=== design 1 ===
Figure 1. Metal 3 (design 1).
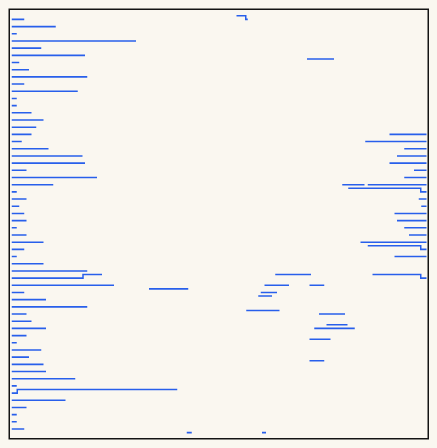

### src/rtl/bsg_wormhole_link_2to1_arbiter.sv
// Packet-atomic 2:1 wormhole link arbiter with a combinational flit path and round-robin
// fairness between packets. Define BSG_WH_ARB_STATS_EN to add per-input packet counters.
module bsg_wormhole_link_2to1_arbiter #(
    parameter int flit_width_p = 64,
    parameter int cord_width_p = 8,
    parameter int len_width_p  = 4
) (
    input  logic                    clk_i,
    input  logic                    reset_i,

    input  logic                    a_v_i,
    input  logic [flit_width_p-1:0] a_data_i,
    output logic                    a_ready_and_o,

    input  logic                    b_v_i,
    input  logic [flit_width_p-1:0] b_data_i,
    output logic                    b_ready_and_o,

    output logic                    v_o,
    output logic [flit_width_p-1:0] data_o,
    input  logic                    ready_and_i
`ifdef BSG_WH_ARB_STATS_EN
    ,
    output logic [15:0]             a_pkts_o,
    output logic [15:0]             b_pkts_o
`endif
);

    typedef enum logic {StIdle, StBusy} state_e;

    state_e                 state_r, state_n;
    logic                   grant_r, grant_n;
    logic                   prio_r, prio_n;
    logic [len_width_p-1:0] cnt_r, cnt_n;

    logic                   sel;
    logic                   xfer;
    logic [len_width_p-1:0] hdr_len;

    // sel picks the input whose valid/data/ready are routed to the link (0=A, 1=B)
    always_comb begin
        sel = grant_r;
        if (state_r == StIdle) begin
            if (prio_r) sel = b_v_i || !a_v_i;
            else        sel = b_v_i && !a_v_i;
        end
    end

    assign data_o        = sel ? b_data_i : a_data_i;
    assign v_o           = !reset_i && (sel ? b_v_i : a_v_i);
    assign a_ready_and_o = !reset_i && ready_and_i && !sel && (state_r == StBusy || a_v_i);
    assign b_ready_and_o = !reset_i && ready_and_i &&  sel && (state_r == StBusy || b_v_i);
    assign xfer          = v_o && ready_and_i;
    assign hdr_len       = data_o[cord_width_p+len_width_p-1:cord_width_p];

    always_comb begin
        state_n = state_r;
        grant_n = grant_r;
        prio_n  = prio_r;
        cnt_n   = cnt_r;
        unique case (state_r)
            StIdle: begin
                if (xfer) begin
                    if (hdr_len == '0) begin
                        prio_n = !sel;
                    end else begin
                        state_n = StBusy;
                        grant_n = sel;
                        cnt_n   = hdr_len;
                    end
                end
            end
            StBusy: begin
                if (xfer) begin
                    cnt_n = cnt_r - 1'b1;
                    if (cnt_r == len_width_p'(1)) begin
                        state_n = StIdle;
                        prio_n  = !grant_r;
                    end
                end
            end
            default: state_n = StIdle;
        endcase
    end

    always_ff @(posedge clk_i) begin
        if (reset_i) begin
            state_r <= StIdle;
            grant_r <= 1'b0;
            prio_r  <= 1'b0;
            cnt_r   <= '0;
        end else begin
            state_r <= state_n;
            grant_r <= grant_n;
            prio_r  <= prio_n;
            cnt_r   <= cnt_n;
        end
    end

`ifdef BSG_WH_ARB_STATS_EN
    logic [15:0] a_pkts_r, b_pkts_r;
    logic        hdr_xfer;

    assign hdr_xfer = xfer && (state_r == StIdle);

    always_ff @(posedge clk_i) begin
        if (reset_i) begin
            a_pkts_r <= '0;
            b_pkts_r <= '0;
        end else if (hdr_xfer) begin
            if (!sel && a_pkts_r != 16'hFFFF) a_pkts_r <= a_pkts_r + 16'd1;
            if ( sel && b_pkts_r != 16'hFFFF) b_pkts_r <= b_pkts_r + 16'd1;
        end
    end

    assign a_pkts_o = a_pkts_r;
    assign b_pkts_o = b_pkts_r;
`endif

endmodule

### config.mk
export PLATFORM = sky130hd
export DESIGN_NAME = bsg_wormhole_link_2to1_arbiter
export DESIGN_NICKNAME = d
export VERILOG_FILES = /design/src/rtl/bsg_wormhole_link_2to1_arbiter.sv
export SDC_FILE = /design/constraint.sdc
export NUM_CORES = 1
export LEC_CHECK = 0
export CAP_MARGIN = 20
export CORE_AREA = 2 2 77 79
export CTS_CLUSTER_DIAMETER = 50
export DETAILED_ROUTE_END_ITERATION = 6
export DIE_AREA = 0 0 79 81
export PLACE_DENSITY = 0.85
export SLEW_MARGIN = 20
export SYNTH_ARGS = -nofsm -noshare
export SYNTH_HDL_FRONTEND = slang
export SYNTH_SLANG_ARGS = --single-unit
### constraint.sdc
create_clock -name clk_i -period 4.2 [get_ports clk_i]
set_clock_uncertainty 0.05 [all_clocks]
set_input_delay 0.42 -clock clk_i [delete_from_list [all_inputs] [get_ports clk_i]]
set_output_delay 0.42 -clock clk_i [all_outputs]
set_load 0.05 [all_outputs]
=== design 2 ===
$ cat config.mk
export PLATFORM = sky130hd
export DESIGN_NAME = mux2_rr_arbiter
export DESIGN_NICKNAME = d
export VERILOG_FILES = /design/src/rtl/mux2_rr_arbiter.sv
export SDC_FILE = /design/constraint.sdc
export NUM_CORES = 1
export LEC_CHECK = 0
export CAP_MARGIN = 20
export CORE_MARGIN = 10
export CORE_UTILIZATION = 32
export CTS_CLUSTER_SIZE = 40
export DETAILED_ROUTE_END_ITERATION = 16
export GPL_ROUTABILITY_DRIVEN = 0
export GPL_TIMING_DRIVEN = 0
export PLACE_DENSITY = 0.72
export SLEW_MARGIN = 10
export SYNTH_ARGS = -nofsm -noshare
export SYNTH_HDL_FRONTEND = slang
export SYNTH_SLANG_ARGS = --single-unit
$ cat constraint.sdc
create_clock -name clk -period 1.2 [get_ports clk]
set_input_delay 0.36 -clock clk [delete_from_list [all_inputs] [get_ports clk]]
set_output_delay 0.36 -clock clk [all_outputs]
set_load 0.01 [all_outputs]
$ cat src/rtl/mux2_rr_arbiter.sv
// mux2_rr_arbiter
//   Round-robin arbiter sharing one DATA_W-bit 2:1 operand mux between two
//   requesters. The granted byte is captured into an output register and
//   offered downstream with a valid/ready handshake.
//
// Optional feature macro: MUX2_LOCK_EN (burst lock with LOCK_MAX beat cap).
//
// Ports
//   clk       in   1       rising-edge clock
//   rst       in   1       asynchronous active-high reset
//   req1      in   1       requester 1 has a word on ip1
//   ip1       in   DATA_W  requester 1 data
//   ack1      out  1       combinational: ip1 captured this cycle
//   req2      in   1       requester 2 has a word on ip2
//   ip2       in   DATA_W  requester 2 data
//   ack2      out  1       combinational: ip2 captured this cycle
//   op        out  DATA_W  registered output data
//   op_valid  out  1       op holds an untaken word
//   op_ready  in   1       consumer accepts op this cycle
//   sel       out  1       registered source of last captured word (0=ip1, 1=ip2)
//   lock1     in   1       [MUX2_LOCK_EN] requester 1 burst lock
//   lock2     in   1       [MUX2_LOCK_EN] requester 2 burst lock
module mux2_rr_arbiter #(
  parameter int unsigned DATA_W   = 8,
  parameter int unsigned LOCK_MAX = 4
) (
  input  logic              clk,
  input  logic              rst,
  input  logic              req1,
  input  logic [DATA_W-1:0] ip1,
  output logic              ack1,
  input  logic              req2,
  input  logic [DATA_W-1:0] ip2,
  output logic              ack2,
  output logic [DATA_W-1:0] op,
  output logic              op_valid,
  input  logic              op_ready,
  output logic              sel
`ifdef MUX2_LOCK_EN
  ,
  input  logic              lock1,
  input  logic              lock2
`endif
);

  if (LOCK_MAX < 1) begin : g_bad_lock_max
    $error("LOCK_MAX must be at least 1");
  end

  // State bit 0 is the output-valid flag; bit 1 (lock build only) is the lock flag.
`ifdef MUX2_LOCK_EN
  localparam int unsigned ST_W  = 2;
  localparam int unsigned CNT_W = $clog2(LOCK_MAX + 1);
`else
  localparam int unsigned ST_W  = 1;
`endif

  localparam logic [ST_W-1:0] S_EMPTY = ST_W'(0);
  localparam logic [ST_W-1:0] S_FULL  = ST_W'(1);
`ifdef MUX2_LOCK_EN
  localparam logic [ST_W-1:0] S_LOCKED_E = 2'b10;  // locked, output drained
  localparam logic [ST_W-1:0] S_LOCKED_F = 2'b11;  // locked, output holds a word
`endif

  logic [ST_W-1:0]   r_state;
  logic [DATA_W-1:0] r_op;
  logic              r_sel;
  logic              r_last_grant;

  logic [ST_W-1:0]   w_state_nxt;
  logic [DATA_W-1:0] w_op_nxt;
  logic              w_sel_nxt;
  logic              w_last_nxt;
  logic              w_valid_nxt;
  logic              w_req1;
  logic              w_req2;
  logic              w_load;
  logic              w_grant;

`ifdef MUX2_LOCK_EN
  logic [CNT_W-1:0]  r_cnt;
  logic [CNT_W-1:0]  w_cnt_nxt;
  logic [CNT_W-1:0]  w_cnt_inc;
  logic              w_owner_lock;
  logic              w_lock_hold;
  logic              w_locked_nxt;
`endif

  // State and output registers.
  always_ff @(posedge clk or posedge rst) begin
    if (rst) begin
      r_state      <= S_EMPTY;
      r_op         <= '0;
      r_sel        <= 1'b0;
      r_last_grant <= 1'b1;  // makes ip1 win the first tie
`ifdef MUX2_LOCK_EN
      r_cnt        <= '0;
`endif
    end else begin
      r_state      <= w_state_nxt;
      r_op         <= w_op_nxt;
      r_sel        <= w_sel_nxt;
      r_last_grant <= w_last_nxt;
`ifdef MUX2_LOCK_EN
      r_cnt        <= w_cnt_nxt;
`endif
    end
  end

  // Arbitration, capture and next-state logic.
  always_comb begin
    w_req1      = req1;
    w_req2      = req2;
    w_valid_nxt = r_state[0];
    w_op_nxt    = r_op;
    w_sel_nxt   = r_sel;
    w_last_nxt  = r_last_grant;
    w_state_nxt = r_state;
`ifdef MUX2_LOCK_EN
    w_cnt_nxt    = '0;
    w_cnt_inc    = r_cnt + CNT_W'(1);
    w_locked_nxt = 1'b0;
    w_owner_lock = r_last_grant ? lock2 : lock1;
    // Lock only binds while the owner keeps its lock line high.
    w_lock_hold  = r_state[1] & w_owner_lock;
    if (w_lock_hold) begin
      if (r_last_grant) w_req1 = 1'b0;
      else              w_req2 = 1'b0;
    end
`endif

    w_load  = (!r_state[0] | op_ready) & (w_req1 | w_req2) & !rst;
    // Tie goes to the side that did not win last.
    w_grant = (w_req1 & w_req2) ? !r_last_grant : w_req2;
    ack1    = w_load & !w_grant;
    ack2    = w_load & w_grant;

    if (w_load) begin
      w_op_nxt    = w_grant ? ip2 : ip1;
      w_sel_nxt   = w_grant;
      w_last_nxt  = w_grant;
      w_valid_nxt = 1'b1;
    end else if (r_state[0] & op_ready) begin
      w_valid_nxt = 1'b0;
    end

`ifdef MUX2_LOCK_EN
    if (w_lock_hold) begin
      w_locked_nxt = 1'b1;
      w_cnt_nxt    = r_cnt;
      if (w_load) begin
        // Beat cap reached: release; last_grant already favours the other side.
        if (w_cnt_inc == CNT_W'(LOCK_MAX)) begin
          w_locked_nxt = 1'b0;
          w_cnt_nxt    = '0;
        end else begin
          w_cnt_nxt = w_cnt_inc;
        end
      end
    end else if (w_load && (w_grant ? lock2 : lock1) && (LOCK_MAX > 1)) begin
      // First locked beat counts as one; a cap of one never holds the bus.
      w_locked_nxt = 1'b1;
      w_cnt_nxt    = CNT_W'(1);
    end
    w_state_nxt = {w_locked_nxt, w_valid_nxt};
`else
    w_state_nxt = w_valid_nxt ? S_FULL : S_EMPTY;
`endif
  end

  assign op       = r_op;
  assign op_valid = r_state[0];
  assign sel      = r_sel;

endmodule
Figure 2. Ports around the boundary (design 2).
Pins as bars across the die edge, other pins in grey.
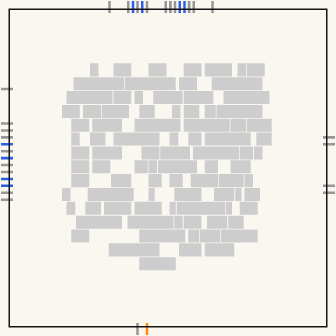
| port | colour | pins | direction | edge |
|---|---|---|---|---|
| ip2 | blue | 8 | input | 4 top, 4 left |
| sel | orange | 1 | output | bottom |
all pins by edge: 14 top, 13 left, 4 right, 2 bottom

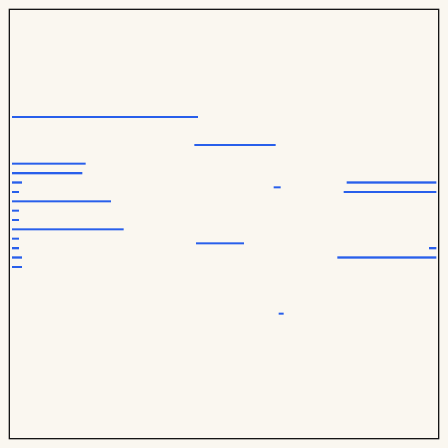
Figure 3: design 2, metal 3.
longest straight run: 26.7 µm
nets with wire on the layer: 19
share of all routed wire: 6.5%
wire length on this layer: 144 µm
met3 usage: 4.47%
Total Wirelength: 2.22 mm
detailed-route via count: 581

==> run_results.csv, design 2 <==
group,metric,value,unit
status,status,"finished, violations left",
status,violations,"setup timing",
placement,dp_hpwl,1.40,mm
setup_path,worstReg2RegEnd,"op[2]$_DFFE_PP0P_",
setup_path,critPathLaunch,"r_last_grant$_DFFE_PP1P_",
floorplanning,fp.dieH,62.1,µm
setup_path,worstPathArrival,1.25,ns
floorplanning,n_tap_cell,25,
layout,fillers,126,
layout,seq_cells,11,
route,dr.pass1.iters,4,
sta,period_minus_slack,1.61,ns
cts,clock_path_buffers,2,
logic_synthesis,ys_area,567,µm²
setup_path,cp_data_required_time,0.84,ns
sta,skew,0.00153,ns
pwr,p_leak,0.469,nW
logic_synthesis,async_reset_ff_share,100,%
global_route,grt_first_pass_wirelength,3.09,mm
layout,final_layout_size_suffix_gt1_share,57.3,%
cts,cts_sinks,11,
logic_synthesis,ys.flops,11,
layout,comb_area_share,34.9,%
placement,portBuffers,31,
sta,setup_slack,-0.408,ns
logic_synthesis,ys_seq_share,48.8,%
cts,htree_levels,1,
logic_synthesis,yosys_cells,46,
cts,insertion_delay,0.26,ns
setup_path,crit_end,"ack2",
layout,seq-cell-share,23.3,%
setup_path,critPathMaxFanout,4,
sta,finalSetupViolCount,12,
setup_path,path_delay_family,"flip-flops",
floorplanning,io_pins,33,
logic_synthesis,ys_sh_simple,12.8,%
global_route,grt_max_degree,12,
sta,hold_violations,0,
setup_path,r2r_slack,-0.26,ns
logic_synthesis,muxShareOfSynthArea,0,%
logic_synthesis,post_synth_inst_count,46,
setup_path,cpPeakStageDelay,0.58,ns
logic_synthesis,top_logic_kind,"AND-OR/OR-AND gates",
layout,num-clock-buffers,4,
cts,root_buffer,"clkbuf_4",
route,detail-route-antenna-nets,0,
layout,combGateArea,414,µm²
==> design 2: cell usage after synthesis (2+ instances only) <==
cell	n	area, µm²
dfrtp_1	10	250
a2bb2oi_1	9	78.8
o32ai_1	8	70.1
nor2_1	2	7.51
==> design 2: where the power goes <==
group,leakage [nW],internal [mW],switching (mW)
Sequential,0.121,0.454,0.0576
Clock,0.0150,0.128,0.119
Combinational,0.333,0.379,0.273
Total,0.469,0.961,0.450
==> design 2: repair_timing <==
action | CTS | global route
cloned | 0 | 2
pin swaps | 4 | 13
endpoints found under the setup margin | 23 | 13
gates resized | 65 | 26
buffers inserted | 5 | 5
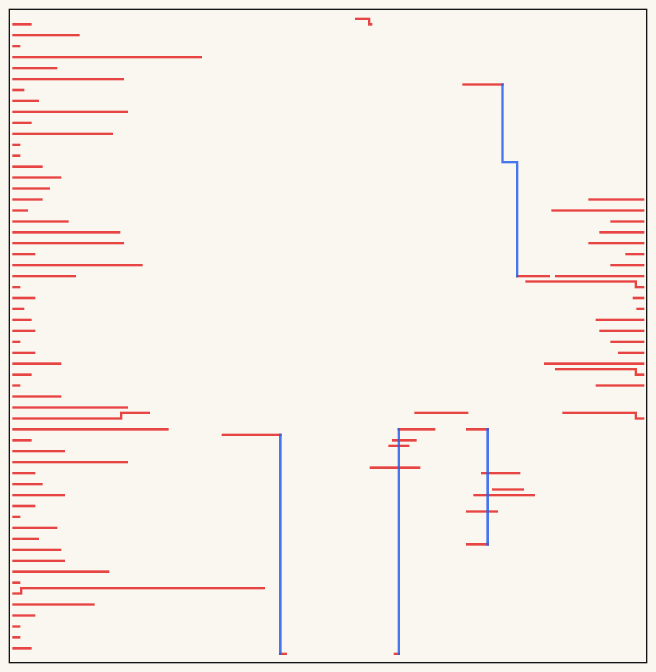
Figure 4: design 1, wiring by layer.
Two of the layers only.
| layer | colour | wire length |
|---|---|---|
| metal 3 | red | 551 µm |
| metal 4 | blue | 95.0 µm |
detailed-route via count: 1,975
GRT Util Overall: 19.5%
Total Wirelength: 6.84 mm
drt wl/cell: 16.3 µm

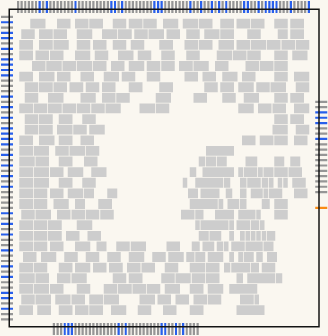
Figure 5: design 1, ports around the boundary.
Pins as bars across the die edge, other pins in grey.
| port | colour | pins | direction | edge |
|---|---|---|---|---|
| b_data_i | blue | 64 | input | 28 left, 23 top, 9 bottom, 4 right |
| reset_i | orange | 1 | input | right |

Notes on Figure 1 above:
nets with wire on the layer: 89
share of all routed wire: 8.1%

==> run_results.csv, design 1 <==
group,metric,value,unit
status,status,"finished clean",
logic_synthesis,ys.flops,7,
cts,root_buffer,"clkbuf_8",
global_route,met3_usage,4.89,%
route,route.detailed.drc,0,
pwr,powerComb,0.589,mW
setup_path,r2r_start,"state_r$_SDFF_PP0_",
setup_path,reg2regPathDepth,5,
setup_path,cp_cell_sequence,"clkdlybuf4s50_1 > inv_1 > maj3_1 > mux2i_4 > buf_4 > mux2_2 > clkdlybuf4s50_1",
cts,cts_hold_buf,0,
logic_synthesis,muxShareOfSynthArea,58.5,%
setup_path,crit_top_cell,"clkdlybuf4s50_1",
global_route,antenna_found_initial,0,
layout,comb_area_share,33.6,%
setup_path,worstPathArrival,3.40,ns
placement,routabilityCongestion,0.806,
floorplanning,fp.dieH,81,µm
floorplanning,die_w,79,µm
worst_hold_path,min_from,"prio_r$_SDFFE_PP0P_",
layout,seq_area,140,µm²
layout,area_growth,144,%
worst_hold_path,hold_path_class,"reg -> reg",
sta,finalSetupViolCount,0,
layout,lay_top_count,"clkdlybuf4s50_1",
layout,clock_area_share,1.30,%
layout,n_all_inverters,6,
sta,maxSlewViolCount,0,
pwr,power,0.765,mW
setup_path,path_buffers,4,
global_route,gr-usage-met1,21.6,%
logic_synthesis,top_cell,"mux2_2",
layout,buffers,201,
pwr,p_sw_share,46.1,%
setup_path,cpPeakStageDelay,0.73,ns
placement,post-place-cells,416,
layout,num-clock-buffers,4,
pwr,p_leak,1.31,nW
route,wl_met3,550,µm
floorplanning,die-area,6400,µm²
route,viasPerCell,4.70,
setup_path,path_delay_family,"buffers and inverters",
logic_synthesis,ys_sh_aoi,11.3,%
floorplanning,rows,28,
route,dr.pass1.iters,4,
==> design 1: per-stage QoR <==
| stage | setup slack [ns] | instance area [µm²] | utilization, % | hold slack [ns] |
|---|---|---|---|---|
| finish | 0.326 | 3450 | 60.8 | 0.444 |
| global route | 0.214 | 3450 | 60.8 | 0.463 |
| CTS | 0.334 | 3450 | 60.8 | 0.451 |
| detailed placement | 0.345 | 3410 | 60.1 | 0.443 |
| global placement | 0.375 | 3410 | 60.1 | 0.420 |
| floorplan | 1.20 | 1410 | - | 0.400 |

==> notes/layouts.md <==
Pictures saved along the way, in no particular order.

Port wiring.
The bar under the picture is 20 µm long.
panel A
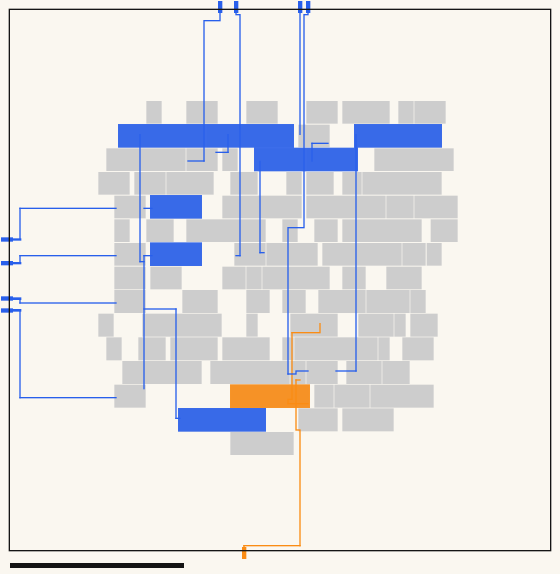
panel B
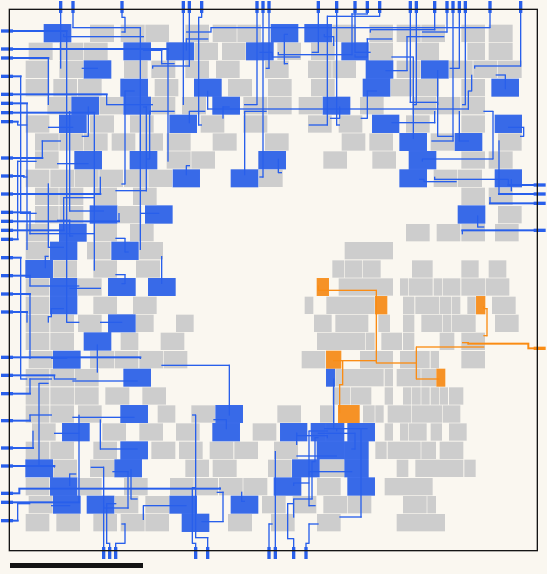
The one with the largest die is panel B.
The one with the most cells is panel B.
Panel A comes from design 2.
Panel B comes from design 1.



## Gallery

Routing congestion.
image #1
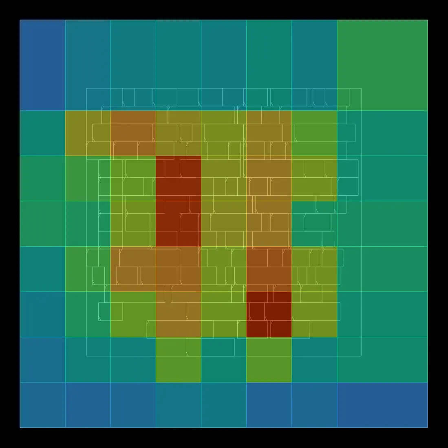
image #2
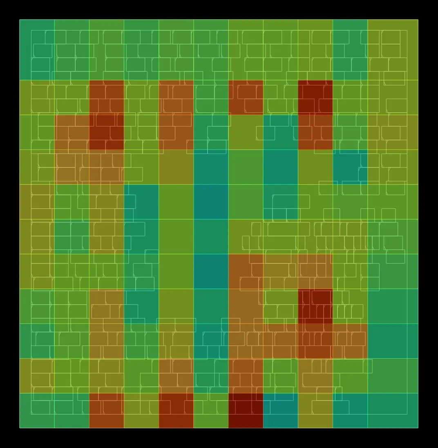
For design 1, see image #2.
For design 2, see image #1.
The one with the highest track usage is image #2.
The one with the most wire per cell is image #1.

No activity file was given, so power comes from the tool's default toggle rates.
